=== plot_write_buffer ===
**plot_write_buffer: clock wiring as the flow saved it**

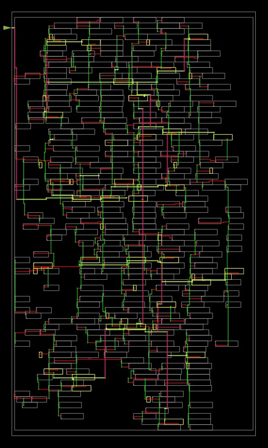

$ cat src/rtl/plot_write_buffer.sv
// rtl/plot_write_buffer.sv - pixel-plot range check, address conversion, FIFO and framebuffer write port
//
// Receives the (x, y, colour, plot) stream from the drawer mux. It discards out-of-range pixels and
// turns each in-range pixel into a linear framebuffer address. Accepted pixels are queued in a small
// FIFO, and a single output register presents them to the framebuffer under a we/ready handshake.
//
// Ports:
//   clock        system clock, all logic on rising edge
//   reset        synchronous active-high reset
//   x, y         pixel column / row
//   colour       pixel colour {R,G,B}
//   plot         pixel presented this cycle
//   clear_flags  clear overflow, drop_count, oob_count on next edge (wins over same-edge events)
//   mem_addr     framebuffer write address = y*SCREEN_W + x
//   mem_data     framebuffer write colour
//   mem_we       write valid; addr/data held stable until mem_ready
//   mem_ready    framebuffer accepts the write when mem_we && mem_ready at an edge
//   fifo_count   entries queued in the FIFO (output register not included)
//   overflow     sticky: an in-range pixel was dropped because the FIFO was full
//   drop_count   pixels dropped for full FIFO, saturating
//   oob_count    pixels discarded as out of bounds, saturating
module plot_write_buffer #(
    parameter int SCREEN_W = 160,
    parameter int SCREEN_H = 120,
    parameter int DEPTH    = 16,
    parameter int ADDR_W   = 15
) (
    input  logic              clock,
    input  logic              reset,
    input  logic [7:0]        x,
    input  logic [6:0]        y,
    input  logic [2:0]        colour,
    input  logic              plot,
    input  logic              clear_flags,
    output logic [ADDR_W-1:0] mem_addr,
    output logic [2:0]        mem_data,
    output logic              mem_we,
    input  logic              mem_ready,
    output logic [4:0]        fifo_count,
    output logic              overflow,
    output logic [7:0]        drop_count,
    output logic [7:0]        oob_count
);

    localparam int PTR_W = $clog2(DEPTH);
    localparam int ENT_W = ADDR_W + 3;

    typedef enum logic {
        S_EMPTY,
        S_HOLD
    } state_t;

    state_t state;
    state_t state_next;

    logic [ENT_W-1:0]  fifo_mem [DEPTH];
    logic [PTR_W-1:0]  wr_ptr;
    logic [PTR_W-1:0]  rd_ptr;
    logic [4:0]        count;

    logic              in_bounds;
    logic              valid_in;
    logic              fifo_full;
    logic              fifo_empty;
    logic              push;
    logic              pop;
    logic              drop;
    logic              oob;
    logic [ADDR_W-1:0] pix_addr;

    // Constant multiply reduces to shifts and adds (for 160: (y<<7)+(y<<5)+x).
    assign in_bounds = (32'(x) < 32'(SCREEN_W)) && (32'(y) < 32'(SCREEN_H));
    assign pix_addr  = ADDR_W'(y) * ADDR_W'(SCREEN_W) + ADDR_W'(x);

    assign valid_in   = plot && in_bounds;
    assign oob        = plot && !in_bounds;
    assign fifo_full  = (count == 5'(DEPTH));
    assign fifo_empty = (count == 5'd0);

    // A full FIFO can still take a pixel on a cycle where the output stage pops,
    // because the freed slot and the written slot are the same one.
    assign push = valid_in && (!fifo_full || pop);
    assign drop = valid_in && fifo_full && !pop;

    assign mem_we     = (state == S_HOLD);
    assign fifo_count = count;

    // Output stage: next state and pop decision.
    always_comb begin
        state_next = state;
        pop        = 1'b0;
        case (state)
            S_EMPTY: begin
                if (!fifo_empty) begin
                    pop        = 1'b1;
                    state_next = S_HOLD;
                end
            end
            S_HOLD: begin
                if (mem_ready) begin
                    if (!fifo_empty) begin
                        pop = 1'b1;
                    end else begin
                        state_next = S_EMPTY;
                    end
                end
            end
            default: begin
                state_next = S_EMPTY;
            end
        endcase
    end

    always_ff @(posedge clock) begin
        if (reset) begin
            state <= S_EMPTY;
        end else begin
            state <= state_next;
        end
    end

    // Output register: loads only on pop, so addr/data stay frozen during a stall.
    always_ff @(posedge clock) begin
        if (reset) begin
            mem_addr <= '0;
            mem_data <= '0;
        end else if (pop) begin
            {mem_addr, mem_data} <= fifo_mem[rd_ptr];
        end
    end

    // FIFO storage needs no reset; the pointers and count define its contents.
    always_ff @(posedge clock) begin
        if (push) begin
            fifo_mem[wr_ptr] <= {pix_addr, colour};
        end
    end

    always_ff @(posedge clock) begin
        if (reset) begin
            wr_ptr <= '0;
            rd_ptr <= '0;
            count  <= 5'd0;
        end else begin
            if (push) begin
                wr_ptr <= wr_ptr + PTR_W'(1);
            end
            if (pop) begin
                rd_ptr <= rd_ptr + PTR_W'(1);
            end
            case ({push, pop})
                2'b10:   count <= count + 5'd1;
                2'b01:   count <= count - 5'd1;
                default: count <= count;
            endcase
        end
    end

    // Status flags and saturating event counters; clear has priority over events.
    always_ff @(posedge clock) begin
        if (reset || clear_flags) begin
            overflow   <= 1'b0;
            drop_count <= 8'd0;
            oob_count  <= 8'd0;
        end else begin
            if (drop) begin
                overflow <= 1'b1;
                if (drop_count != 8'hFF) begin
                    drop_count <= drop_count + 8'd1;
                end
            end
            if (oob && (oob_count != 8'hFF)) begin
                oob_count <= oob_count + 8'd1;
            end
        end
    end

endmodule

$ cat config.mk
export PLATFORM = sky130hd
export DESIGN_NAME = plot_write_buffer
export DESIGN_NICKNAME = d
export VERILOG_FILES = /design/src/rtl/plot_write_buffer.sv
export SDC_FILE = /design/constraint.sdc
export NUM_CORES = 1
export LEC_CHECK = 0
export ABC_AREA = 1
export ABC_CLOCK_PERIOD_IN_PS = 3800
export CAP_MARGIN = 20
export CORE_ASPECT_RATIO = 1.75
export CORE_UTILIZATION = 60
export CTS_BUF_LIST = sky130_fd_sc_hd__clkbuf_16
export DETAILED_ROUTE_END_ITERATION = 8
export HOLD_SLACK_MARGIN = 0.08
export PLACE_DENSITY = 0.79
export SYNTH_ARGS = -nofsm -noshare
export SYNTH_HDL_FRONTEND = slang
export SYNTH_SLANG_ARGS = --single-unit
$ cat constraint.sdc
create_clock -name clock -period 3.8 [get_ports clock]
set_input_delay 0.76 -clock clock [delete_from_list [all_inputs] [get_ports clock]]
set_output_delay 0.76 -clock clock [all_outputs]
set_load 0.005 [all_outputs]
=== uart_rx ===
<file path="src/rtl/uart_rx.sv">
// uart_rx: oversampled serial receiver, start + DATA_BITS (+ parity) + stop.
// Define UART_RX_PARITY_EN to expect an even-parity bit before the stop bit.
module uart_rx #(
    parameter int OVERSAMPLE = 16,
    parameter int DATA_BITS  = 8
) (
    input  logic                 clk,
    input  logic                 rst,
    input  logic                 tick,
    input  logic                 rx,
    output logic [DATA_BITS-1:0] data_out,
    output logic                 rx_done,
    output logic                 parity_err,
    output logic                 frame_err,
    output logic                 busy
);

    localparam int TW = $clog2(OVERSAMPLE);
    localparam int BW = (DATA_BITS > 1) ? $clog2(DATA_BITS) : 1;

    localparam logic [TW-1:0] T_MID  = TW'(OVERSAMPLE / 2 - 1);
    localparam logic [TW-1:0] T_END  = TW'(OVERSAMPLE - 1);
    localparam logic [BW-1:0] B_LAST = BW'(DATA_BITS - 1);

    localparam logic [2:0] S_IDLE   = 3'd0;
    localparam logic [2:0] S_START  = 3'd1;
    localparam logic [2:0] S_DATA   = 3'd2;
`ifdef UART_RX_PARITY_EN
    localparam logic [2:0] S_PARITY = 3'd3;
`endif
    localparam logic [2:0] S_STOP   = 3'd4;

    logic                 rx_meta;
    logic                 rx_s;
    logic [2:0]           state;
    logic [TW-1:0]        tick_cnt;
    logic [BW-1:0]        bit_cnt;
    logic [DATA_BITS-1:0] shift;
    logic                 armed;
`ifdef UART_RX_PARITY_EN
    logic                 perr;
`endif

    assign busy = (state != S_IDLE);

    always_ff @(posedge clk) begin
        if (rst) begin
            rx_meta <= 1'b1;
            rx_s    <= 1'b1;
        end else begin
            rx_meta <= rx;
            rx_s    <= rx_meta;
        end
    end

    always_ff @(posedge clk) begin
        if (rst) begin
            state     <= S_IDLE;
            tick_cnt  <= '0;
            bit_cnt   <= '0;
            shift     <= '0;
            armed     <= 1'b1;
            data_out  <= '0;
            rx_done   <= 1'b0;
            frame_err <= 1'b0;
`ifdef UART_RX_PARITY_EN
            perr       <= 1'b0;
            parity_err <= 1'b0;
`endif
        end else begin
            rx_done <= 1'b0;
            if (tick) begin
                unique case (state)
                    S_IDLE: begin
                        if (rx_s) begin
                            armed <= 1'b1;
                        end else if (armed) begin
                            tick_cnt <= '0;
                            state    <= S_START;
                        end
                    end
                    S_START: begin
                        if (tick_cnt == T_MID) begin
                            if (!rx_s) begin
                                tick_cnt <= '0;
                                bit_cnt  <= '0;
                                state    <= S_DATA;
                            end else begin
                                state <= S_IDLE;
                            end
                        end else begin
                            tick_cnt <= tick_cnt + 1'b1;
                        end
                    end
                    S_DATA: begin
                        if (tick_cnt == T_END) begin
                            tick_cnt <= '0;
                            shift    <= {rx_s, shift[DATA_BITS-1:1]};
                            if (bit_cnt == B_LAST) begin
`ifdef UART_RX_PARITY_EN
                                state <= S_PARITY;
`else
                                state <= S_STOP;
`endif
                            end else begin
                                bit_cnt <= bit_cnt + 1'b1;
                            end
                        end else begin
                            tick_cnt <= tick_cnt + 1'b1;
                        end
                    end
`ifdef UART_RX_PARITY_EN
                    S_PARITY: begin
                        if (tick_cnt == T_END) begin
                            tick_cnt <= '0;
                            perr     <= rx_s ^ (^shift);
                            state    <= S_STOP;
                        end else begin
                            tick_cnt <= tick_cnt + 1'b1;
                        end
                    end
`endif
                    S_STOP: begin
                        if (tick_cnt == T_END) begin
                            tick_cnt  <= '0;
                            data_out  <= shift;
                            frame_err <= ~rx_s;
                            rx_done   <= 1'b1;
`ifdef UART_RX_PARITY_EN
                            parity_err <= perr;
`endif
                            // a line stuck low must not retrigger a frame
                            if (!rx_s) armed <= 1'b0;
                            state <= S_IDLE;
                        end else begin
                            tick_cnt <= tick_cnt + 1'b1;
                        end
                    end
                    default: state <= S_IDLE;
                endcase
            end
        end
    end

`ifndef UART_RX_PARITY_EN
    assign parity_err = 1'b0;
`endif

endmodule

</file>
<file path="config.mk">
export PLATFORM = sky130hd
export DESIGN_NAME = uart_rx
export DESIGN_NICKNAME = d
export VERILOG_FILES = /design/src/rtl/uart_rx.sv
export SDC_FILE = /design/constraint.sdc
export NUM_CORES = 1
export LEC_CHECK = 0
export CAP_MARGIN = 10
export CORE_ASPECT_RATIO = 1.75
export CORE_MARGIN = 8
export CORE_UTILIZATION = 49
export DETAILED_ROUTE_END_ITERATION = 8
export PLACE_DENSITY = 0.75
export SYNTH_ARGS = -nofsm -noshare
export SYNTH_HDL_FRONTEND = slang
export SYNTH_SLANG_ARGS = --single-unit
</file>
<file path="constraint.sdc">
create_clock -name clk -period 1.6 [get_ports clk]
set_input_delay 0.32 -clock clk [delete_from_list [all_inputs] [get_ports clk]]
set_output_delay 0.32 -clock clk [all_outputs]
set_load 0.1 [all_outputs]
</file>
=== cla_pipe_adder ===
## src/rtl/cla_pipe_adder.sv

```systemverilog
// cla_pipe_adder: pipelined two-level carry-lookahead adder/subtractor with a valid/ready handshake
module cla_pipe_adder #(
   parameter int WIDTH = 32,
   parameter int SEG   = 16
) (
   input  logic             clk,
   input  logic             rst,
   input  logic             in_valid,
   output logic             in_ready,
   input  logic [WIDTH-1:0] a,
   input  logic [WIDTH-1:0] b,
   input  logic             cin,
   input  logic             sub,
   output logic             out_valid,
   input  logic             out_ready,
   output logic [WIDTH-1:0] sum,
   output logic             cout,
   output logic             ovf
);
   localparam int NSTG = WIDTH / SEG;
   localparam int NG   = SEG / 4;

   // Returns {carry into segment MSB, segment carry-out, segment sum}
   function automatic logic [SEG+1:0] f_cla(input logic [SEG-1:0] x, input logic [SEG-1:0] y, input logic c);
      logic [SEG-1:0] p;
      logic [SEG-1:0] g;
      logic [SEG:0]   cb;
      logic [NG-1:0]  gp;
      logic [NG-1:0]  gg;
      logic [NG:0]    gc;
      p = x ^ y;
      g = x & y;
      for (int j = 0; j < NG; j++) begin
         gp[j] = &p[4*j +: 4];
         gg[j] = g[4*j+3] | (p[4*j+3] & g[4*j+2]) | (p[4*j+3] & p[4*j+2] & g[4*j+1])
               | (p[4*j+3] & p[4*j+2] & p[4*j+1] & g[4*j]);
      end
      gc[0] = c;
      for (int j = 0; j < NG; j++)
         gc[j+1] = gg[j] | (gp[j] & gc[j]);
      cb = '0;
      for (int j = 0; j < NG; j++) begin
         cb[4*j] = gc[j];
         for (int i = 0; i < 3; i++)
            cb[4*j+i+1] = g[4*j+i] | (p[4*j+i] & cb[4*j+i]);
      end
      cb[SEG] = gc[NG];
      return {cb[SEG-1], cb[SEG], p ^ cb[SEG-1:0]};
   endfunction

   logic             r_v [NSTG];
   logic             r_c [NSTG];
   logic [WIDTH-1:0] r_a [NSTG];
   logic [WIDTH-1:0] r_b [NSTG];
   logic [WIDTH-1:0] r_s [NSTG];
   logic             r_o;

   logic             w_vi [NSTG];
   logic             w_ci [NSTG];
   logic [WIDTH-1:0] w_ai [NSTG];
   logic [WIDTH-1:0] w_bi [NSTG];
   logic [WIDTH-1:0] w_si [NSTG];
   logic [WIDTH-1:0] w_so [NSTG];
   logic [SEG+1:0]   w_r  [NSTG];
   logic             w_adv;

   assign w_adv     = !r_v[NSTG-1] | out_ready;
   assign in_ready  = w_adv;
   assign out_valid = r_v[NSTG-1];
   assign sum       = r_s[NSTG-1];
   assign cout      = r_c[NSTG-1];
   assign ovf       = r_o;

   // Stage inputs (operand prep at stage 0, previous registers otherwise) and per-stage segment add
   always_comb begin
      w_vi[0] = in_valid;
      w_ai[0] = a;
      w_bi[0] = sub ? ~b : b;
      w_ci[0] = sub | cin;
      w_si[0] = '0;
      for (int k = 1; k < NSTG; k++) begin
         w_vi[k] = r_v[k-1];
         w_ai[k] = r_a[k-1];
         w_bi[k] = r_b[k-1];
         w_ci[k] = r_c[k-1];
         w_si[k] = r_s[k-1];
      end
      for (int k = 0; k < NSTG; k++) begin
         w_r[k]               = f_cla(w_ai[k][k*SEG +: SEG], w_bi[k][k*SEG +: SEG], w_ci[k]);
         w_so[k]              = w_si[k];
         w_so[k][k*SEG +: SEG] = w_r[k][SEG-1:0];
      end
   end

   // Pipeline registers advance together under the global stall; reset discards every beat
   always_ff @(posedge clk) begin
      if (rst) begin
         for (int k = 0; k < NSTG; k++) begin
            r_v[k] <= 1'b0;
            r_c[k] <= 1'b0;
            r_s[k] <= '0;
            r_a[k] <= '0;
            r_b[k] <= '0;
         end
         r_o <= 1'b0;
      end else if (w_adv) begin
         for (int k = 0; k < NSTG; k++) begin
            r_v[k] <= w_vi[k];
            r_c[k] <= w_r[k][SEG];
            r_s[k] <= w_so[k];
            r_a[k] <= w_ai[k];
            r_b[k] <= w_bi[k];
         end
         r_o <= w_r[NSTG-1][SEG+1] ^ w_r[NSTG-1][SEG];
      end
   end
endmodule

```

## config.mk

```make
export PLATFORM = sky130hd
export DESIGN_NAME = cla_pipe_adder
export DESIGN_NICKNAME = d
export VERILOG_FILES = /design/src/rtl/cla_pipe_adder.sv
export SDC_FILE = /design/constraint.sdc
export NUM_CORES = 1
export LEC_CHECK = 0
export ABC_AREA = 0
export CAP_MARGIN = 40
export CORE_ASPECT_RATIO = 1.4
export CORE_MARGIN = 3
export CORE_UTILIZATION = 38
export CTS_CLUSTER_SIZE = 30
export DETAILED_ROUTE_END_ITERATION = 10
export PLACE_DENSITY = 0.7
export SYNTH_ARGS = -nofsm -noshare
export SYNTH_HDL_FRONTEND = slang
export SYNTH_SLANG_ARGS = --single-unit
```

## constraint.sdc

```tcl
create_clock -name clk -period 8.4 [get_ports clk]
set_clock_uncertainty 0.1 [all_clocks]
set_input_delay 1.68 -clock clk [delete_from_list [all_inputs] [get_ports clk]]
set_output_delay 1.68 -clock clk [all_outputs]
set_load 0.05 [all_outputs]
```


==> gallery <==
Selected gate families.
picture 1
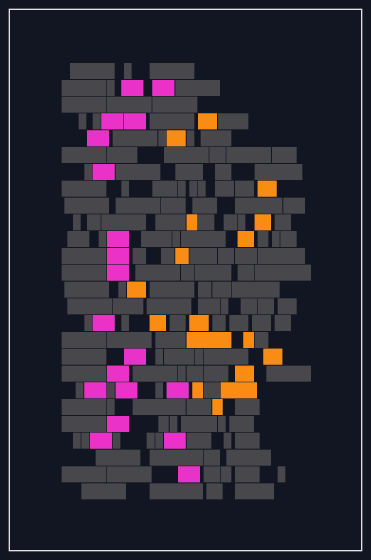
picture 2
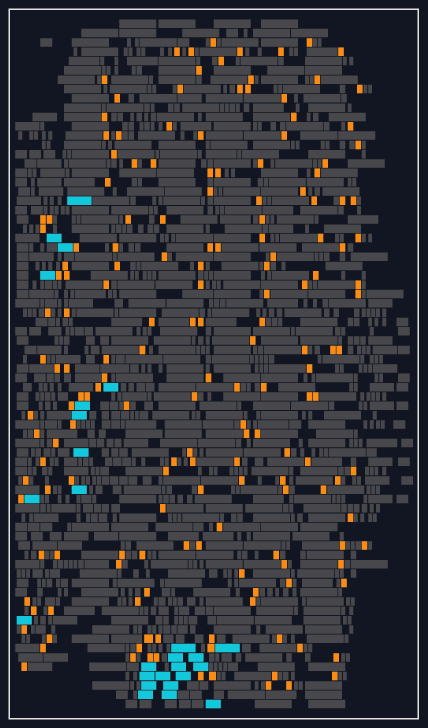
picture 3
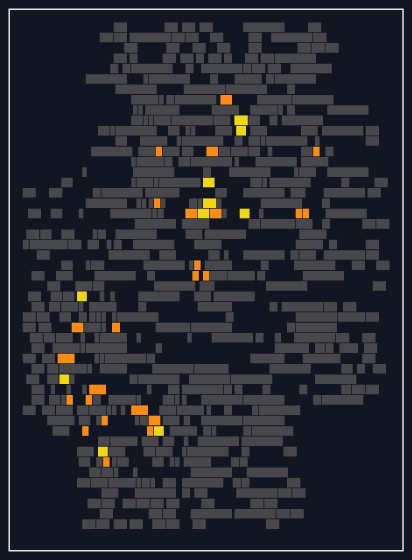
uart_rx -> picture 1
cla_pipe_adder -> picture 3
plot_write_buffer -> picture 2

**uart_rx: metal layers overlaid**

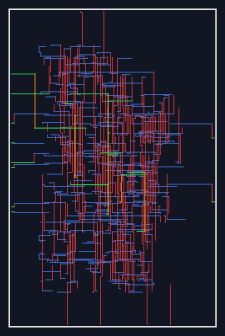
legend:
  M4:
    colour: orange
    wire_length: 89.1 µm
  M2:
    colour: red
    wire_length: 1930 µm
  M1:
    colour: blue
    wire_length: 1230 µm
  M3:
    colour: green
    wire_length: 94.5 µm

==> results.sh, uart_rx <==
# flow metrics
export IMPL_seq_share_pct=30.9
export IMPL_violations="negative setup slack"
export IMPL_route_detailed_drc=0
export IMPL_status="finished with violations"
export IMPL_period_minus_slack_ns=1.62
export IMPL_place_hpwl_um=2280
export IMPL_setup_violations_final=5
export IMPL_ios=16
export IMPL_cts_sinks=31
export IMPL_rsz0062_at_grt="true"
export IMPL_hold_buffers=0
export IMPL_via_per_inst=5.68
export IMPL_worst_slack_ns=-0.0203
export IMPL_end_kind="register"
export IMPL_synth_cell_area_um2=1430
export IMPL_busiest_layer="met2"
[uart_rx: kinds of logic after synthesis]
logic type | count (synthesis) | synth area share (%)
XOR/XNOR | 1 | 0.614
multiplexers | 19 | 13.3
AND-OR/OR-AND | 17 | 8.15
adder cells (fa/ha/maj) | 3 | 2.63
flip-flops | 31 | 43.5
AND/OR/NAND/NOR | 61 | 25.6
other | 1 | 0.263
buffers and inverters | 15 | 5.96
[uart_rx: placed cells by master, fill, tap and decap left out, drive strengths merged, types with 2 or more instances in the layout]
cell type and n:
a21oi 6, and3 2, buf 31, clkbuf 6, clkdlybuf4s50 2, dfxtp 31
ha 3, inv 4, mux2i 19, nand2 5, nand3 4, nand4b 3
nor2 29, nor2b 2, o21ai 4, or2 2, or3 4, or3b 4
or4b 2
[uart_rx: metrics by stage]
stage	power, W	TNS, ns
after floorplan	0.000880	-0.370
after global routing	0.00158	-0.799
final	0.00153	-0.0543
after CTS	0.00154	-0.0695
after detailed placement	0.000918	-7.44
after global placement	0.000915	-6.32
[uart_rx: registers in the layout, summed over array words and instances, names as in the netlist]
register,flops
bit_cnt,3
shift,8
rx_done,1
rx_meta,1
state,3
data_out,8
rx_s,1
frame_err,1
armed,1
tick_cnt,4
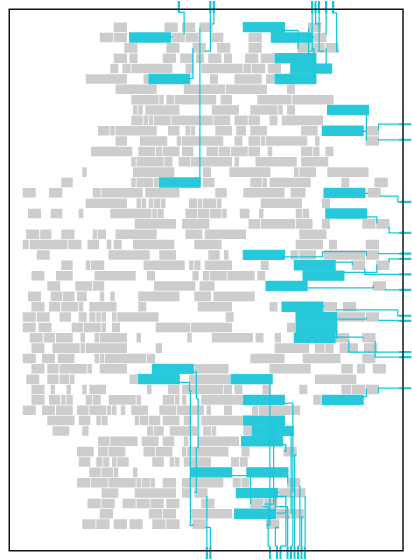
**Above:** cla_pipe_adder (port wiring).
legend:
  `sum`:
    colour: cyan
    bits: 32
    direction: output
    edge: 13 right, 11 bottom, 8 top
    end_cells: 32
    wire: 721 µm

==> results.sh, cla_pipe_adder <==
# flow metrics
export IMPL_p_comb_share_pct=26.2
export IMPL_route_detailed_drc=0
export IMPL_internal_power_w=0.000899
export IMPL_synth_edff_count=84
export IMPL_ios=106
export IMPL_post_cts_buffers=0
export IMPL_crit_cells=13
export IMPL_wl_met3_um=371
export IMPL_hold_path_endpoint="ovf"
export IMPL_top_cell="edfxtp_1"
export IMPL_clock_latency_ns=0.33
export IMPL_worstPathMaxFanout=20
export IMPL_whs_path_depth=2
export IMPL_worstRegToRegCells=11
export IMPL_hold_viol_final=0
export IMPL_p_leak_nw=2.67
export IMPL_max_freq_mhz=203
export IMPL_coreArea_um2=12900
export IMPL_cts_sinks=85
export IMPL_rsz0062_at_grt="false"
export IMPL_p_seq_share_pct=43.7
export IMPL_end_kind="register"
export IMPL_r2r_start="r_b[0][18]"
export IMPL_status="complete, no violations"
==> cla_pipe_adder: registers in the layout, indices dropped and copies added (netlist names) <==
name and count:
ovf 1, r_a 16, r_b 16, r_c 2, r_s 48, r_v 2
==> cla_pipe_adder: final cells by class <==
type	instances	area (µm²)
flip-flops and latches	85	2540
multi-input cells	238	2060
clock inverters	6	53.8
fillers	1154	6550
well taps	153	191
clock buffers	10	229
inverters	30	113
repair buffers	110	1140
==> cla_pipe_adder: layer usage <==
metal	track usage, %	vias to the layer above
met5	0	-
met4	6.41	0
met3	2.51	14
met2	22.8	70
met1	16.7	1414
li1	-	1463
==> cla_pipe_adder: cell families after synthesis <==
family,after synthesis,synth area share [%]
XOR/XNOR,40,6.99
adder cells (fa/ha/maj),56,17.6
buffers and inverters,75,8.26
AND/OR/NAND/NOR,108,11.5
flip-flops,85,50.7
AND-OR/OR-AND,34,4.97
==> cla_pipe_adder: power by group through the flow <==
stage	sequential [W]	combinational (W)	clock, W
3_5_place_dp	0.000561	0.000334	0
3_3_place_gp	0.000559	0.000319	0
4_1_cts	0.000552	0.000335	0.000387
2_1_floorplan	0.000557	0.000239	0
5_1_grt	0.000556	0.000364	0.000406
6_report	0.000550	0.000330	0.000379
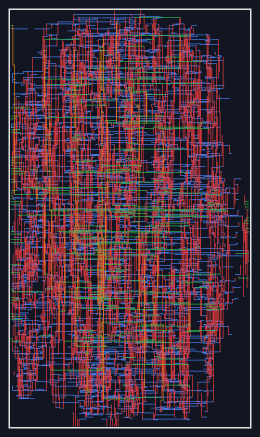
**Above:** plot_write_buffer (metal layers overlaid).
legend:
  M4:
    colour: orange
    wire_length: 1420 µm
  M1:
    colour: blue
    wire_length: 12000 µm
  M2:
    colour: red
    wire_length: 18100 µm
  M3:
    colour: green
    wire_length: 2670 µm
global-route usage over all layers: 28.2%
WL final: 34200 µm
Avg WL per Cell: 19.4 µm

## Picture notes: 'clock wiring as the flow saved it' of plot_write_buffer
clock buffer count from CTS: 29
P_clk: 0.00279 W
flip-flops: 337
final clock skew: 0.0230 ns
CTS sink count: 337

==> results.sh, plot_write_buffer <==
# flow metrics
export IMPL_cts_tree="done"
export IMPL_p_comb_w=0.00299
export IMPL_ir_drop_v=0.000620
export IMPL_p_total_w=0.0102
export IMPL_crit_cells=9
export IMPL_cp_start_kind="primary input"
export IMPL_utilization_pct=69.8
export IMPL_hold_viol_final=0
export IMPL_endpoint="fifo_mem[15][15]"
export IMPL_powerSeq_w=0.00441
export IMPL_diodes=0
export IMPL_busiest_layer="met2"
export IMPL_ys_sh_aoi_pct=5.99
export IMPL_status="complete, no violations"
export IMPL_stdcell_count=1760
export IMPL_ys_sh_simple_pct=19.4
export IMPL_vias=10300
export IMPL_adder_share_pct=2.42
export IMPL_clk_pin_slew_ns=0.07
export IMPL_place_gp_congestion=0.833
export IMPL_seq_area_um2=9630
export IMPL_period_minus_slack_ns=3.49
export IMPL_largestRegisters="fifo_mem (288), mem_addr (15)"
export IMPL_async_flop_share_pct=0
export IMPL_syn_avg_cell_area_um2=10.6
export IMPL_yosys_warnings=0
export IMPL_tool_warnings=31
export IMPL_fin_area_um2=16300
export IMPL_drv_slew=0
export IMPL_worst_slack_ns=0.306
export IMPL_top_logic_kind="simple AND/OR/NAND/NOR gates"
export IMPL_synth_xor_area_share_pct=1.04
export IMPL_antenna_left=0
export IMPL_ys_cells=1359
export IMPL_hold_buffers=0
export IMPL_die_area_um2=24600
==> plot_write_buffer: worst reg2reg max path, stage by stage, from the launching register on <==
cell and delay (ns):
dfxtp_1 0.36, nor2_1 0.19, nand3_2 0.10, nand2_2 0.16, inv_2 0.05, nand2_1 0.15, inv_1 0.12, ha_1 0.31
inv_1 0.09, o21ai_0 0.08, a21oi_1 0.21, nand2_1 0.08, nand2_1 0.09, nand3_1 0.07, nand2_1 0.07, nor2_1 0.04
==> plot_write_buffer: layout make-up <==
class / count / share of cell area, %
multi-input cells: 890 / 25.6
repair buffers: 108 / 6.15
clock buffers: 29 / 4.44
clock inverters: 25 / 0.995
inverters: 67 / 1.55
well taps: 304 / 2.33
flip-flops and latches: 337 / 58.9
==> plot_write_buffer: synth_stat cells (2+ instances only) <==
library cell,n
buf_1,7
nand3_2,2
ha_1,23
a21oi_1,22
o21ai_1,36
nand3_1,147
edfxtp_1,288
inv_1,58
nor3_1,5
dfxtp_1,49
buf_6,7
nor2_1,346
nor2_4,2
o21ai_0,110
clkbuf_1,23
nand4_1,7
fa_1,3
inv_2,8
nand2_1,163
xnor2_1,3
buf_2,26
buf_4,2
xor2_1,14

=== mem_wb_writeback ===
**mem_wb_writeback: metal layers overlaid**

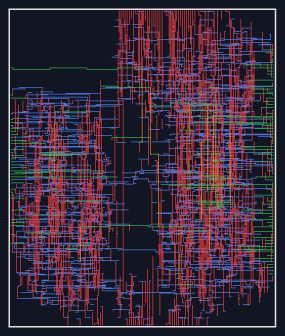

$ cat src/rtl/mips_pkg.sv
// rtl/mips_pkg.sv - shared MIPS datapath constants and load-size encodings
package mips_pkg;

    // Datapath defaults shared with the register file and hazard unit
    localparam int MIPS_DATA_W = 32;
    localparam int MIPS_REG_W  = 5;

    // Load size encodings; 2'b11 is treated as a word load
    localparam logic [1:0] LOAD_BYTE = 2'b00;
    localparam logic [1:0] LOAD_HALF = 2'b01;
    localparam logic [1:0] LOAD_WORD = 2'b10;

    // Hard-wired zero register
    localparam logic [4:0] REG_ZERO = 5'd0;

endpackage

$ cat src/rtl/load_align.sv
// rtl/load_align.sv - sub-word lane select and sign/zero extension for loads
module load_align
    import mips_pkg::*;
(
    input  logic [31:0] memData,
    input  logic [1:0]  size,
    input  logic        isUnsigned,
    input  logic [1:0]  off,
    output logic [31:0] result
);

    logic [7:0]  byte_lane;
    logic [15:0] half_lane;

    // Pick the addressed lane and extend it; off[0] is ignored for halves
    always_comb begin
        byte_lane = memData[{off, 3'b000} +: 8];
        half_lane = off[1] ? memData[31:16] : memData[15:0];
        result    = memData;
        case (size)
            LOAD_BYTE: result = {{24{~isUnsigned & byte_lane[7]}}, byte_lane};
            LOAD_HALF: result = {{16{~isUnsigned & half_lane[15]}}, half_lane};
            default:   result = memData;
        endcase
    end

endmodule

$ cat src/rtl/mem_wb_writeback.sv
// rtl/mem_wb_writeback.sv - MEM/WB stage register, writeback mux, forward tap and retire counter
module mem_wb_writeback
    import mips_pkg::*;
#(
    parameter int DATA_W = MIPS_DATA_W,
    parameter int REG_W  = MIPS_REG_W,
    parameter int CNT_W  = 32
) (
    input  logic              clk,
    input  logic              reset,
    input  logic              stall,
    input  logic              flush,
    input  logic              inValid,
    input  logic              inRegWrite,
    input  logic              inMemToReg,
    input  logic [1:0]        inLoadSize,
    input  logic              inLoadUnsigned,
    input  logic [1:0]        inByteOff,
    input  logic [REG_W-1:0]  inRd,
    input  logic [DATA_W-1:0] aluResult,
    input  logic [DATA_W-1:0] memData,
    output logic              regWrite,
    output logic [REG_W-1:0]  rd,
    output logic [DATA_W-1:0] writeData,
    output logic              fwdValid,
    output logic [REG_W-1:0]  fwdRd,
    output logic [DATA_W-1:0] fwdData,
    output logic [CNT_W-1:0]  retireCount
);

    logic              valid_q;
    logic              reg_write_q;
    logic              mem_to_reg_q;
    logic [1:0]        load_size_q;
    logic              load_unsigned_q;
    logic [1:0]        byte_off_q;
    logic [REG_W-1:0]  rd_q;
    logic [DATA_W-1:0] alu_q;
    logic [DATA_W-1:0] mem_q;
    logic [DATA_W-1:0] load_data;
    logic [CNT_W-1:0]  retire_q;
    logic              write_en;

    // Stage register: flush beats stall beats capture; reset clears everything
    always_ff @(posedge clk or posedge reset) begin
        if (reset) begin
            valid_q         <= 1'b0;
            reg_write_q     <= 1'b0;
            mem_to_reg_q    <= 1'b0;
            load_size_q     <= 2'b00;
            load_unsigned_q <= 1'b0;
            byte_off_q      <= 2'b00;
            rd_q            <= '0;
            alu_q           <= '0;
            mem_q           <= '0;
        end else if (flush) begin
            valid_q <= 1'b0;
        end else if (!stall) begin
            valid_q         <= inValid;
            reg_write_q     <= inRegWrite;
            mem_to_reg_q    <= inMemToReg;
            load_size_q     <= inLoadSize;
            load_unsigned_q <= inLoadUnsigned;
            byte_off_q      <= inByteOff;
            rd_q            <= inRd;
            alu_q           <= aluResult;
            mem_q           <= memData;
        end
    end

    // Count an instruction when it leaves WB; saturate instead of wrapping
    always_ff @(posedge clk or posedge reset) begin
        if (reset) begin
            retire_q <= '0;
        end else if (valid_q && !stall && !flush && (retire_q != '1)) begin
            retire_q <= retire_q + CNT_W'(1);
        end
    end

    load_align u_load_align (
        .memData    (mem_q),
        .size       (load_size_q),
        .isUnsigned (load_unsigned_q),
        .off        (byte_off_q),
        .result     (load_data)
    );

    // r0 is never written, so a write to it is squashed here
    assign write_en = valid_q && reg_write_q && (rd_q != REG_W'(REG_ZERO));

    assign regWrite    = write_en;
    assign rd          = rd_q;
    assign writeData   = mem_to_reg_q ? load_data : alu_q;
    assign fwdValid    = write_en;
    assign fwdRd       = rd_q;
    assign fwdData     = writeData;
    assign retireCount = retire_q;

endmodule

$ cat config.mk
export PLATFORM = sky130hd
export DESIGN_NAME = mem_wb_writeback
export DESIGN_NICKNAME = d
export VERILOG_FILES = /design/src/rtl/mips_pkg.sv /design/src/rtl/load_align.sv /design/src/rtl/mem_wb_writeback.sv
export SDC_FILE = /design/constraint.sdc
export NUM_CORES = 1
export LEC_CHECK = 0
export ABC_AREA = 1
export ABC_CLOCK_PERIOD_IN_PS = 3900
export CAP_MARGIN = 5
export CORE_ASPECT_RATIO = 1.2
export CORE_MARGIN = 2
export CORE_UTILIZATION = 40
export CTS_CLUSTER_DIAMETER = 50
export DETAILED_ROUTE_END_ITERATION = 8
export PLACE_DENSITY = 0.82
export SLEW_MARGIN = 25
export SYNTH_ARGS = -nofsm -noshare
export SYNTH_HDL_FRONTEND = slang
export SYNTH_SLANG_ARGS = --single-unit
$ cat constraint.sdc
create_clock -name clk -period 3.9 [get_ports clk]
set_clock_uncertainty 0.1 [all_clocks]
set_input_delay 0.78 -clock clk [delete_from_list [all_inputs] [get_ports clk]]
set_output_delay 0.78 -clock clk [all_outputs]
set_load 0.05 [all_outputs]
=== pattern_scan_ctrl ===
==> config.mk <==
export PLATFORM = sky130hd
export DESIGN_NAME = pattern_scan_ctrl
export DESIGN_NICKNAME = d
export VERILOG_FILES = /design/src/rtl/pattern_scan_ctrl.sv
export SDC_FILE = /design/constraint.sdc
export NUM_CORES = 1
export LEC_CHECK = 0
export ABC_AREA = 1
export CAP_MARGIN = 0
export CORE_MARGIN = 2
export CORE_UTILIZATION = 45
export DETAILED_ROUTE_END_ITERATION = 6
export PLACE_DENSITY = 0.7
export SYNTH_ARGS = -nofsm -noshare
export SYNTH_HDL_FRONTEND = slang
export SYNTH_SLANG_ARGS = --single-unit
==> constraint.sdc <==
create_clock -name clk -period 2.6 [get_ports clk]
set_input_delay 0.78 -clock clk [delete_from_list [all_inputs] [get_ports clk]]
set_output_delay 0.78 -clock clk [all_outputs]
set_load 0.02 [all_outputs]
==> src/rtl/pattern_scan_ctrl.sv <==
// pattern_scan_ctrl: serial bit-pattern scanner with match counting and threshold irq.
//
// Bytes arrive on a valid/ready handshake and are shifted out MSB first, one bit per
// cycle, into a PAT_W-bit history register. Each time the history equals the latched
// pattern (with at least PAT_W valid bits seen), a one-cycle match_pulse is raised and
// match_count increments (saturating). irq is a sticky flag that sets once match_count
// reaches a non-zero threshold.
//
// Optional feature macro: PATTERN_SCAN_OVERLAP_EN
//   defined   : history and valid-bit count are kept after a match (overlapping matches)
//   undefined : valid-bit count clears on a match (next match needs PAT_W fresh bits)
//
// Ports:
//   clk, rst_n     clock (rising edge) and asynchronous active-low reset
//   cfg_we         latches cfg_pattern / cfg_threshold while idle
//   cfg_pattern    pattern to detect, MSB is the oldest bit
//   cfg_threshold  irq threshold, 0 disables irq
//   start          begins a scan while idle
//   in_valid/in_ready/in_data/in_last   byte input stream, in_last marks the final byte
//   match_pulse    one-cycle pulse per detected match
//   match_count    matches counted in the current or last scan
//   busy           high while scanning or done
//   done           one-cycle pulse at the end of a scan
//   irq            sticky threshold-reached flag
module pattern_scan_ctrl #(
    parameter int unsigned PAT_W = 4,
    parameter int unsigned CNT_W = 8
) (
    input  logic             clk,
    input  logic             rst_n,
    input  logic             cfg_we,
    input  logic [PAT_W-1:0] cfg_pattern,
    input  logic [CNT_W-1:0] cfg_threshold,
    input  logic             start,
    input  logic             in_valid,
    output logic             in_ready,
    input  logic [7:0]       in_data,
    input  logic             in_last,
    output logic             match_pulse,
    output logic [CNT_W-1:0] match_count,
    output logic             busy,
    output logic             done,
    output logic             irq
);

    localparam int unsigned VW = $clog2(PAT_W + 1);

    typedef enum logic [1:0] {StIdle, StScan, StDone} state_e;

    state_e             state_q, state_d;
    logic [PAT_W-1:0]   pattern_q, pattern_d;
    logic [CNT_W-1:0]   threshold_q, threshold_d;
    logic [PAT_W-1:0]   hist_q, hist_d;
    logic [VW-1:0]      vcnt_q, vcnt_d;
    logic [7:0]         byte_q, byte_d;
    logic [2:0]         bit_idx_q, bit_idx_d;
    logic               held_q, held_d;
    // Set once the in_last byte is accepted; also marks the held byte as the final one.
    logic               last_q, last_d;
    logic               pulse_q, pulse_d;
    logic [CNT_W-1:0]   count_q, count_d;
    logic               irq_q, irq_d;

    logic               accept;
    logic [PAT_W-1:0]   hist_nxt;
    logic [VW-1:0]      vcnt_nxt;
    logic [CNT_W-1:0]   count_nxt;

    // A new byte can be taken when nothing is held or the held byte is on its last bit.
    assign in_ready = (state_q == StScan) && !last_q && (!held_q || (bit_idx_q == 3'd7));
    assign accept   = in_valid && in_ready;

    always_comb begin
        state_d     = state_q;
        pattern_d   = pattern_q;
        threshold_d = threshold_q;
        hist_d      = hist_q;
        vcnt_d      = vcnt_q;
        byte_d      = byte_q;
        bit_idx_d   = bit_idx_q;
        held_d      = held_q;
        last_d      = last_q;
        pulse_d     = 1'b0;
        count_d     = count_q;
        irq_d       = irq_q;
        hist_nxt    = '0;
        vcnt_nxt    = '0;
        count_nxt   = '0;

        unique case (state_q)
            StIdle: begin
                if (cfg_we) begin
                    pattern_d   = cfg_pattern;
                    threshold_d = cfg_threshold;
                end
                if (start) begin
                    state_d = StScan;
                    hist_d  = '0;
                    vcnt_d  = '0;
                    held_d  = 1'b0;
                    last_d  = 1'b0;
                    count_d = '0;
                    irq_d   = 1'b0;
                end
            end
            StScan: begin
                if (held_q) begin
                    hist_nxt  = {hist_q[PAT_W-2:0], byte_q[7]};
                    vcnt_nxt  = (vcnt_q == VW'(PAT_W)) ? vcnt_q : vcnt_q + VW'(1);
                    hist_d    = hist_nxt;
                    vcnt_d    = vcnt_nxt;
                    byte_d    = {byte_q[6:0], 1'b0};
                    bit_idx_d = bit_idx_q + 3'd1;
                    if ((vcnt_nxt == VW'(PAT_W)) && (hist_nxt == pattern_q)) begin
                        pulse_d   = 1'b1;
                        count_nxt = (count_q == '1) ? count_q : count_q + CNT_W'(1);
                        count_d   = count_nxt;
                        if ((threshold_q != '0) && (count_nxt >= threshold_q)) begin
                            irq_d = 1'b1;
                        end
`ifndef PATTERN_SCAN_OVERLAP_EN
                        vcnt_d = '0;
`endif
                    end
                    if (bit_idx_q == 3'd7) begin
                        held_d = 1'b0;
                        if (last_q) begin
                            state_d = StDone;
                        end
                    end
                end
                if (accept) begin
                    byte_d    = in_data;
                    bit_idx_d = 3'd0;
                    held_d    = 1'b1;
                    last_d    = in_last;
                end
            end
            StDone: begin
                state_d = StIdle;
            end
            default: begin
                state_d = StIdle;
            end
        endcase
    end

    always_ff @(posedge clk or negedge rst_n) begin
        if (!rst_n) begin
            state_q     <= StIdle;
            pattern_q   <= '0;
            threshold_q <= '0;
            hist_q      <= '0;
            vcnt_q      <= '0;
            byte_q      <= '0;
            bit_idx_q   <= '0;
            held_q      <= 1'b0;
            last_q      <= 1'b0;
            pulse_q     <= 1'b0;
            count_q     <= '0;
            irq_q       <= 1'b0;
        end else begin
            state_q     <= state_d;
            pattern_q   <= pattern_d;
            threshold_q <= threshold_d;
            hist_q      <= hist_d;
            vcnt_q      <= vcnt_d;
            byte_q      <= byte_d;
            bit_idx_q   <= bit_idx_d;
            held_q      <= held_d;
            last_q      <= last_d;
            pulse_q     <= pulse_d;
            count_q     <= count_d;
            irq_q       <= irq_d;
        end
    end

    assign match_pulse = pulse_q;
    assign match_count = count_q;
    assign busy        = (state_q != StIdle);
    assign done        = (state_q == StDone);
    assign irq         = irq_q;

endmodule

=== sht40_crc8_serial ===
`src/rtl/sht40_pkg.sv`:
```
// -----------------------------------------------------------------------------
// sht40_pkg
// Shared constants, FSM state encoding and a small helper for the SHT40
// receive-frame checker.
//   SHT40_CRC_POLY        CRC-8 polynomial x^8+x^5+x^4+1
//   SHT40_CRC_INIT        CRC register value at the start of each word
//   SHT40_BYTES_PER_WORD  2 data bytes + 1 CRC byte
//   state_t               IDLE / SHIFT / CHECK / DONE
//   byte_pos()            role of a byte within its word (0,1 data; 2 CRC)
// -----------------------------------------------------------------------------
package sht40_pkg;

    localparam logic [7:0] SHT40_CRC_POLY       = 8'h31;
    localparam logic [7:0] SHT40_CRC_INIT       = 8'hFF;
    localparam int         SHT40_BYTES_PER_WORD = 3;

    typedef enum logic [1:0] {
        ST_IDLE  = 2'd0,
        ST_SHIFT = 2'd1,
        ST_CHECK = 2'd2,
        ST_DONE  = 2'd3
    } state_t;

    // byte_index mod 3 for the only legal index range 0..5, without a divider.
    function automatic logic [1:0] byte_pos(input logic [2:0] idx);
        logic [1:0] pos;
        pos = 2'd2;
        case (idx)
            3'd0, 3'd3: pos = 2'd0;
            3'd1, 3'd4: pos = 2'd1;
            default:    pos = 2'd2;
        endcase
        return pos;
    endfunction

endpackage

```
`src/rtl/sht40_crc8_serial.sv`:
```
// -----------------------------------------------------------------------------
// sht40_crc8_serial
// Bit-serial CRC-8 register, one message bit per enabled clock, MSB first.
//   clk, rst   clock and asynchronous active-high reset (crc <= INIT)
//   init       reload crc with INIT (wins over shift_en)
//   shift_en   absorb data_bit this cycle
//   data_bit   next message bit
//   crc        current CRC register
// -----------------------------------------------------------------------------
module sht40_crc8_serial
    import sht40_pkg::*;
#(
    parameter logic [7:0] POLY = SHT40_CRC_POLY,
    parameter logic [7:0] INIT = SHT40_CRC_INIT
) (
    input  logic       clk,
    input  logic       rst,
    input  logic       init,
    input  logic       shift_en,
    input  logic       data_bit,
    output logic [7:0] crc
);

    logic feedback;

    assign feedback = crc[7] ^ data_bit;

    // NOTE: sequential state is always assigned with <= so every register
    // samples the pre-edge values of its neighbours, whatever the order of
    // statements.
    always_ff @(posedge clk or posedge rst) begin
        if (rst) begin
            crc <= INIT;
        end else if (init) begin
            crc <= INIT;
        end else if (shift_en) begin
            crc <= {crc[6:0], 1'b0} ^ (feedback ? POLY : 8'h00);
        end
    end

endmodule

```
`config.mk`:
```
export PLATFORM = sky130hd
export DESIGN_NAME = sht40_crc8_serial
export DESIGN_NICKNAME = d
export VERILOG_FILES = /design/src/rtl/sht40_pkg.sv /design/src/rtl/sht40_crc8_serial.sv
export SDC_FILE = /design/constraint.sdc
export NUM_CORES = 1
export LEC_CHECK = 0
export ABC_AREA = 1
export CORE_AREA = 4 4 41 43
export DETAILED_ROUTE_END_ITERATION = 16
export DIE_AREA = 0 0 45 47
export MAX_ROUTING_LAYER = met4
export PLACE_DENSITY = 0.53
export RECOVER_POWER = 100
export SLEW_MARGIN = 0
export SYNTH_ARGS = -nofsm -noshare
export SYNTH_HDL_FRONTEND = slang
export SYNTH_SLANG_ARGS = --single-unit
```
`constraint.sdc`:
```
create_clock -name clk -period 0.9 [get_ports clk]
set_input_delay 0.18 -clock clk [delete_from_list [all_inputs] [get_ports clk]]
set_output_delay 0.18 -clock clk [all_outputs]
set_load 0.01 [all_outputs]
```
**pattern_scan_ctrl: metal layers overlaid**

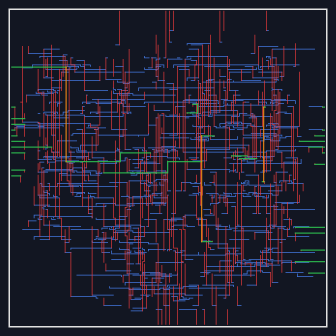
legend:
  M2:
    colour: red
    wire_length: 2260 µm
  M4:
    colour: orange
    wire_length: 65.3 µm
  M1:
    colour: blue
    wire_length: 2030 µm
  M3:
    colour: green
    wire_length: 155 µm

==> results.sh, pattern_scan_ctrl <==
# flow metrics
export IMPL_ys_sh_simple_pct=24.2
export IMPL_p_sw_share_pct=41.9
export IMPL_whs_ns=0.481
export IMPL_power_density_nw_per_um2=1090
export IMPL_synth_seq_cells=43
export IMPL_place_hpwl_um=3390
export IMPL_area_growth_pct=25.2
export IMPL_layout_nets=358
export IMPL_ys_sh_mux_pct=1.48
export IMPL_antenna_left=0
export IMPL_cts_tree="done"
export IMPL_nFillCells=453
export IMPL_top_power_group="combinational logic"
export IMPL_wirelength_um=4500
export IMPL_p_seq_share_pct=38.1
export IMPL_cap_viol_max_count=0
export IMPL_end_kind="primary output"
export IMPL_async_flop_share_pct=100
export IMPL_cts_sinks=43
export IMPL_max_freq_mhz=405
export IMPL_synth_xor_area_share_pct=2.69
export IMPL_synth_cell_area_um2=2280
export IMPL_yosys_warnings=0
export IMPL_adder_share_pct=7.15
export IMPL_ir_drop_v=0.000571
export IMPL_place_gp_congestion=0.838
export IMPL_via_per_inst=4.83
export IMPL_p_total_w=0.00310
export IMPL_vias=1865
export IMPL_synth_distinct_cells=29
export IMPL_cts_root_buffer="clkbuf_8"
export IMPL_status="complete, no violations"
export IMPL_ctsResizeCount=1
export IMPL_p_leak_nw=1.47
export IMPL_grt_max_degree=44
export IMPL_place_ws_ns=0.129
pattern_scan_ctrl: Yosys cell counts, drive strengths merged, types with 2 or more instances:
cell type	instances	area share [%]
o22ai	11	3.0
dfrtp	43	47
nor2	32	5.5
xnor2	3	1.2
mux2	3	1.5
xor2	4	1.5
a21oi	15	3.3
o21ai	7	1.5
nor4	2	0.55
nand3	12	2.6
buf	2	0.71
ha	13	7.1
nand2	75	14
inv	42	7.0
nor3	2	0.44
a22o	2	0.77
pattern_scan_ctrl: cell type report:
| cell class | count | area (µm²) | share of cell area [%] |
|---|---|---|---|
| clock inverter | 1 | 5.00 | 0.176 |
| inverter | 42 | 160 | 5.62 |
| tap | 67 | 83.8 | 2.94 |
| clock buffer | 6 | 82.6 | 2.90 |
| timing repair buffer | 42 | 404 | 14.2 |
| sequential | 43 | 1080 | 37.8 |
| multi-input combinational | 185 | 1040 | 36.4 |
pattern_scan_ctrl: worst max-delay path: stages (launching register included):
cell           delay [ns]
dfrtp_1              0.37
ha_1                 0.16
ha_1                 0.16
inv_1                0.05
nand2_1              0.05
nor3b_4              0.24
dlygate4sd2_1        0.37
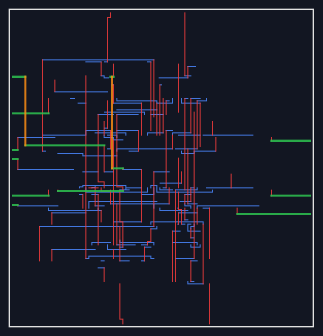
**Above:** sht40_crc8_serial (metal layers overlaid).
legend:
  M1:
    colour: blue
    wire_length: 380 µm
  M2:
    colour: red
    wire_length: 411 µm
  M3:
    colour: green
    wire_length: 60.0 µm
  M4:
    colour: orange
    wire_length: 23.8 µm

==> results.sh, sht40_crc8_serial <==
# flow metrics
export IMPL_seq_area_um2=210
export IMPL_p_leak_nw=0.348
export IMPL_final_clk_cell_share_pct=3.33
export IMPL_wl_per_cell_um=10.4
export IMPL_largest_reg_flops=8
export IMPL_hold_viol_final=0
export IMPL_violations="negative setup slack"
export IMPL_grt_use_met1_pct=12.1
export IMPL_hold_path_endpoint="crc[0]"
export IMPL_dominant_cells="flip-flops and latches"
export IMPL_critPathTopFamily="flip-flops"
export IMPL_synth_seq_share_pct=55.6
export IMPL_rrSetupSlack_ns=-0.16
export IMPL_relSlewSlack_pct=79.6
export IMPL_cts_buffers=3
export IMPL_die_area_um2=2120
export IMPL_top_cell="nand2_1"
export IMPL_syn_avg_cell_area_um2=8.21
export IMPL_drv_slew=0
export IMPL_worstRegToRegCells=7
export IMPL_final_cell_mix="10 x buf_6, 7 x nand2_1, 7 x dfstp_2, 7 x buf_4, 6 x a21oi_1"
export IMPL_nFillCells=138
export IMPL_largest_register="crc"
export IMPL_worst_slack_ns=-0.171
export IMPL_period_used_pct=119
export IMPL_r2r_start="crc[7]"
export IMPL_ctsResizeCount=43
export IMPL_status="finished with violations"
export IMPL_logic_area_um2=180
export IMPL_top_layer="met4"
export IMPL_seq_share_pct=31.1
export IMPL_ys_top_cells_by_count="12 x nand2_1, 8 x dfstp_2, 7 x inv_1"
export IMPL_setup_violations_final=13
export IMPL_route_detailed_drc=0
export IMPL_worstPathMaxFanout=2
export IMPL_async_flop_share_pct=100
export IMPL_tool_warnings=29
export IMPL_antenna_found_initial=0
export IMPL_fp_dieW_um=45
## sht40_crc8_serial: logic make-up (layout without fill, tap and decap cells)
family / after synthesis / count (layout) / synth area share (%)
DFF: 8 / 8 / 55.6
and+or+nand+nor: 19 / 19 / 20.5
AOI/OAI and AO/OA: 10 / 10 / 14.6
buffers and inverters: 9 / 32 / 9.27
## sht40_crc8_serial: where the power goes
part | total [W] | leakage [nW] | internal (W) | switching (W)
clock network | 0.000274 | 0.0138 | 0.000153 | 0.000121
logic | 0.000211 | 0.251 | 0.000111 | 0.000101
registers | 0.000408 | 0.0829 | 0.000395 | 0.0000135
## sht40_crc8_serial: how the worst max path moves through the flow
stage | from | endpoint | slack (ns) | cells after the start
final | crc[3] | crc[3] | -0.17 | 1
after global routing | crc[7] | crc[4] | -0.23 | 7
after CTS | crc[0] | crc[0] | -0.18 | 1
after detailed placement | crc[5] | crc[5] | -0.33 | 1
after global placement | crc[5] | crc[5] | -0.33 | 1
after floorplan | crc[7] | crc[4] | -0.05 | 6
## sht40_crc8_serial: worst min-delay path, cell delays in order
cell and delay (ns):
dlymetal6s2s_1 0.19, a21oi_1 0.08, o21ai_2 0.06
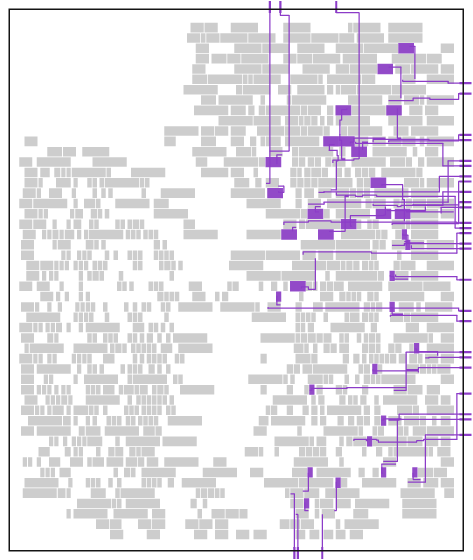
**Above:** mem_wb_writeback (port wiring).
legend:
  `memData`:
    colour: purple
    bits: 32
    direction: input
    edge: 26 right, 3 top, 3 bottom
    end_cells: 32
    wire: 1160 µm
Top Ports: 189
IO Port Bufs: 188

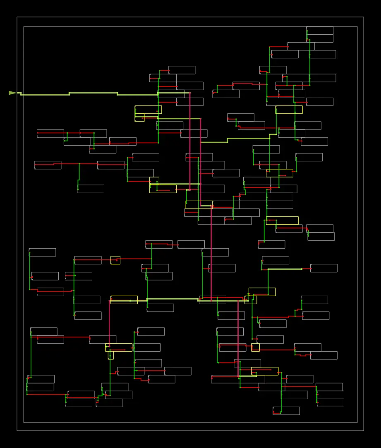
**Above:** mem_wb_writeback (clock wiring as the flow saved it).
flip-flops: 109
clk latency of the worst-skew pair: 0.36 ns
P_clk: 0.000959 W

## Picture notes: 'metal layers overlaid' of mem_wb_writeback
legend:
  M2:
    colour: red
    wire_length: 9720 µm
  M1:
    colour: blue
    wire_length: 7310 µm
  M4:
    colour: orange
    wire_length: 450 µm
  M3:
    colour: green
    wire_length: 1240 µm
Vias: 5856
global-route usage over all layers: 22.5%
WL final: 18700 µm

==> results.sh, mem_wb_writeback <==
# flow metrics
export IMPL_grt_max_degree=102
export IMPL_final_clk_cell_share_pct=3.44
export IMPL_async_flop_share_pct=100
export IMPL_nFillCells=1364
export IMPL_syn_avg_cell_area_um2=7.74
export IMPL_synth_area_leader_cell="dfrtp_1"
export IMPL_dr_pass1_iters=6
export IMPL_period_minus_slack_ns=3.47
export IMPL_top_layer="met4"
export IMPL_hold_path_class="reg -> reg"
export IMPL_area_growth_pct=39.9
export IMPL_crit_top_cell="nand2_1"
export IMPL_row_count=50
export IMPL_ys_cells=820
export IMPL_worstPathMaxFanout=16
export IMPL_clk_pin_slew_ns=0.08
export IMPL_taps=208
export IMPL_place_gp_congestion=0.939
export IMPL_ys_top_cells_by_count="262 x nand2_1, 109 x dfrtp_1, 80 x inv_1"
export IMPL_status="complete, no violations"
export IMPL_drt_iter0_drc=473
export IMPL_ff_type="dfrtp_1"
export IMPL_seq_share_pct=30.7
export IMPL_clock_path_buffers=2
export IMPL_cts_buffers=9
export IMPL_relSlewSlack_pct=50.1
export IMPL_cp_slowest_stage_delay_ns=0.79
export IMPL_die_h_um=142
export IMPL_slowest_stage="clkdlybuf4s50_1"
export IMPL_multi_input_comb_cells=558
export IMPL_final_common_cell="nand2_1"
export IMPL_diodes=0
export IMPL_nClkBuffers=9
export IMPL_die_area_um2=16900
export IMPL_seq_area_um2=2730
export IMPL_antenna_found_initial=0
export IMPL_wl_met3_um=1240
export IMPL_layout_nets=1038
[mem_wb_writeback: path summary, 6_finish.rpt]
check                               start               to  slack (ns)  cells past startpoint
hold reg to reg                 alu_q[26]        alu_q[26]        0.41                      1
setup / recovery            byte_off_q[1]     writeData[4]        0.43                      7
setup reg to reg           retireCount[0]  retireCount[31]        1.61                     10
hold / removal                  alu_q[26]        alu_q[26]        0.41                      1
max in group asynchronous           reset        alu_q[16]        2.21                      3
min in group asynchronous           reset         fwdRd[3]        0.80                      2
[mem_wb_writeback: logic make-up after synthesis]
family / after synthesis / synth area share [%]
AND-OR/OR-AND: 112 / 9.07
XOR/XNOR: 13 / 1.79
multiplexers: 51 / 9.05
buffers and inverters: 153 / 12.3
adder cells (fa/ha/maj): 1 / 0.197
AND/OR/NAND/NOR: 381 / 24.6
flip-flops: 109 / 43.0
[mem_wb_writeback: report_power, final]
part,leakage (nW),total (W),switching [W],internal [W]
sequential,1.36,0.00138,0.000121,0.00125
clock,0.149,0.000959,0.000450,0.000509
combinational,2.44,0.00194,0.00114,0.000801


==> notes/layouts.md <==
Pictures saved along the way, in no particular order.

Selected gate families.
(a)
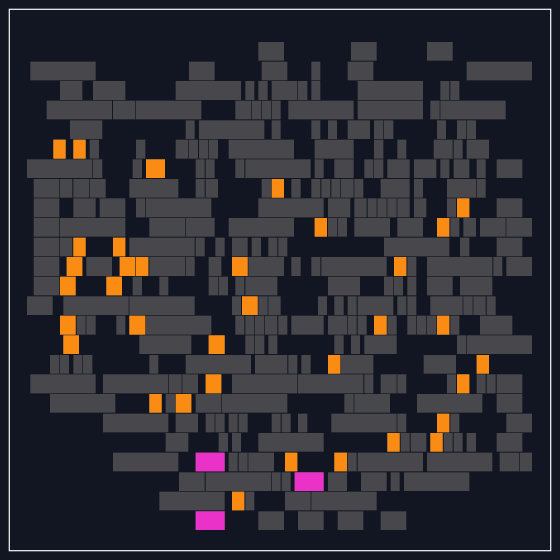
(b)
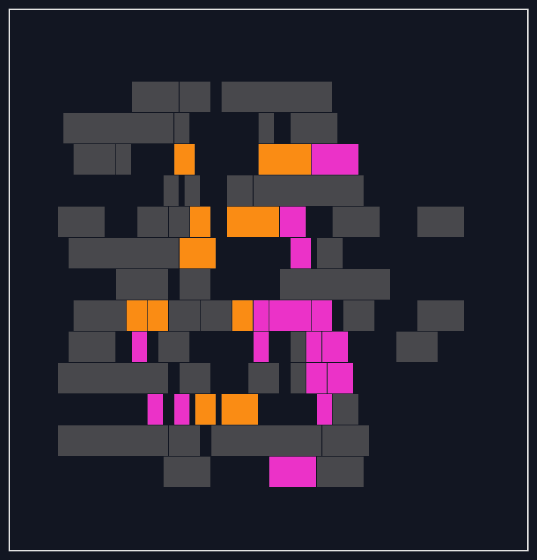
(c)
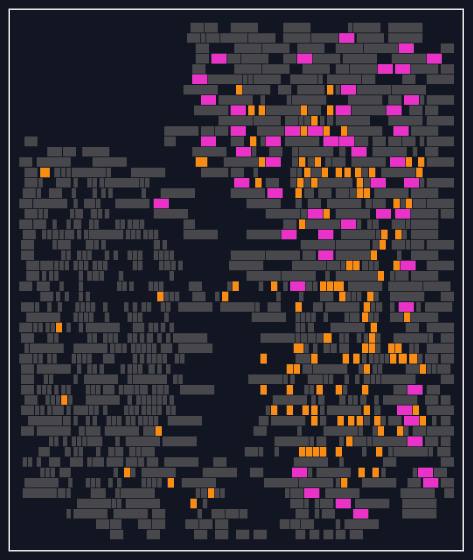
- fewest cells: (b)
- most cells: (c)
mem_wb_writeback: (c)
sht40_crc8_serial: (b)
pattern_scan_ctrl: (a)

Power and IR drop assume default switching activity.
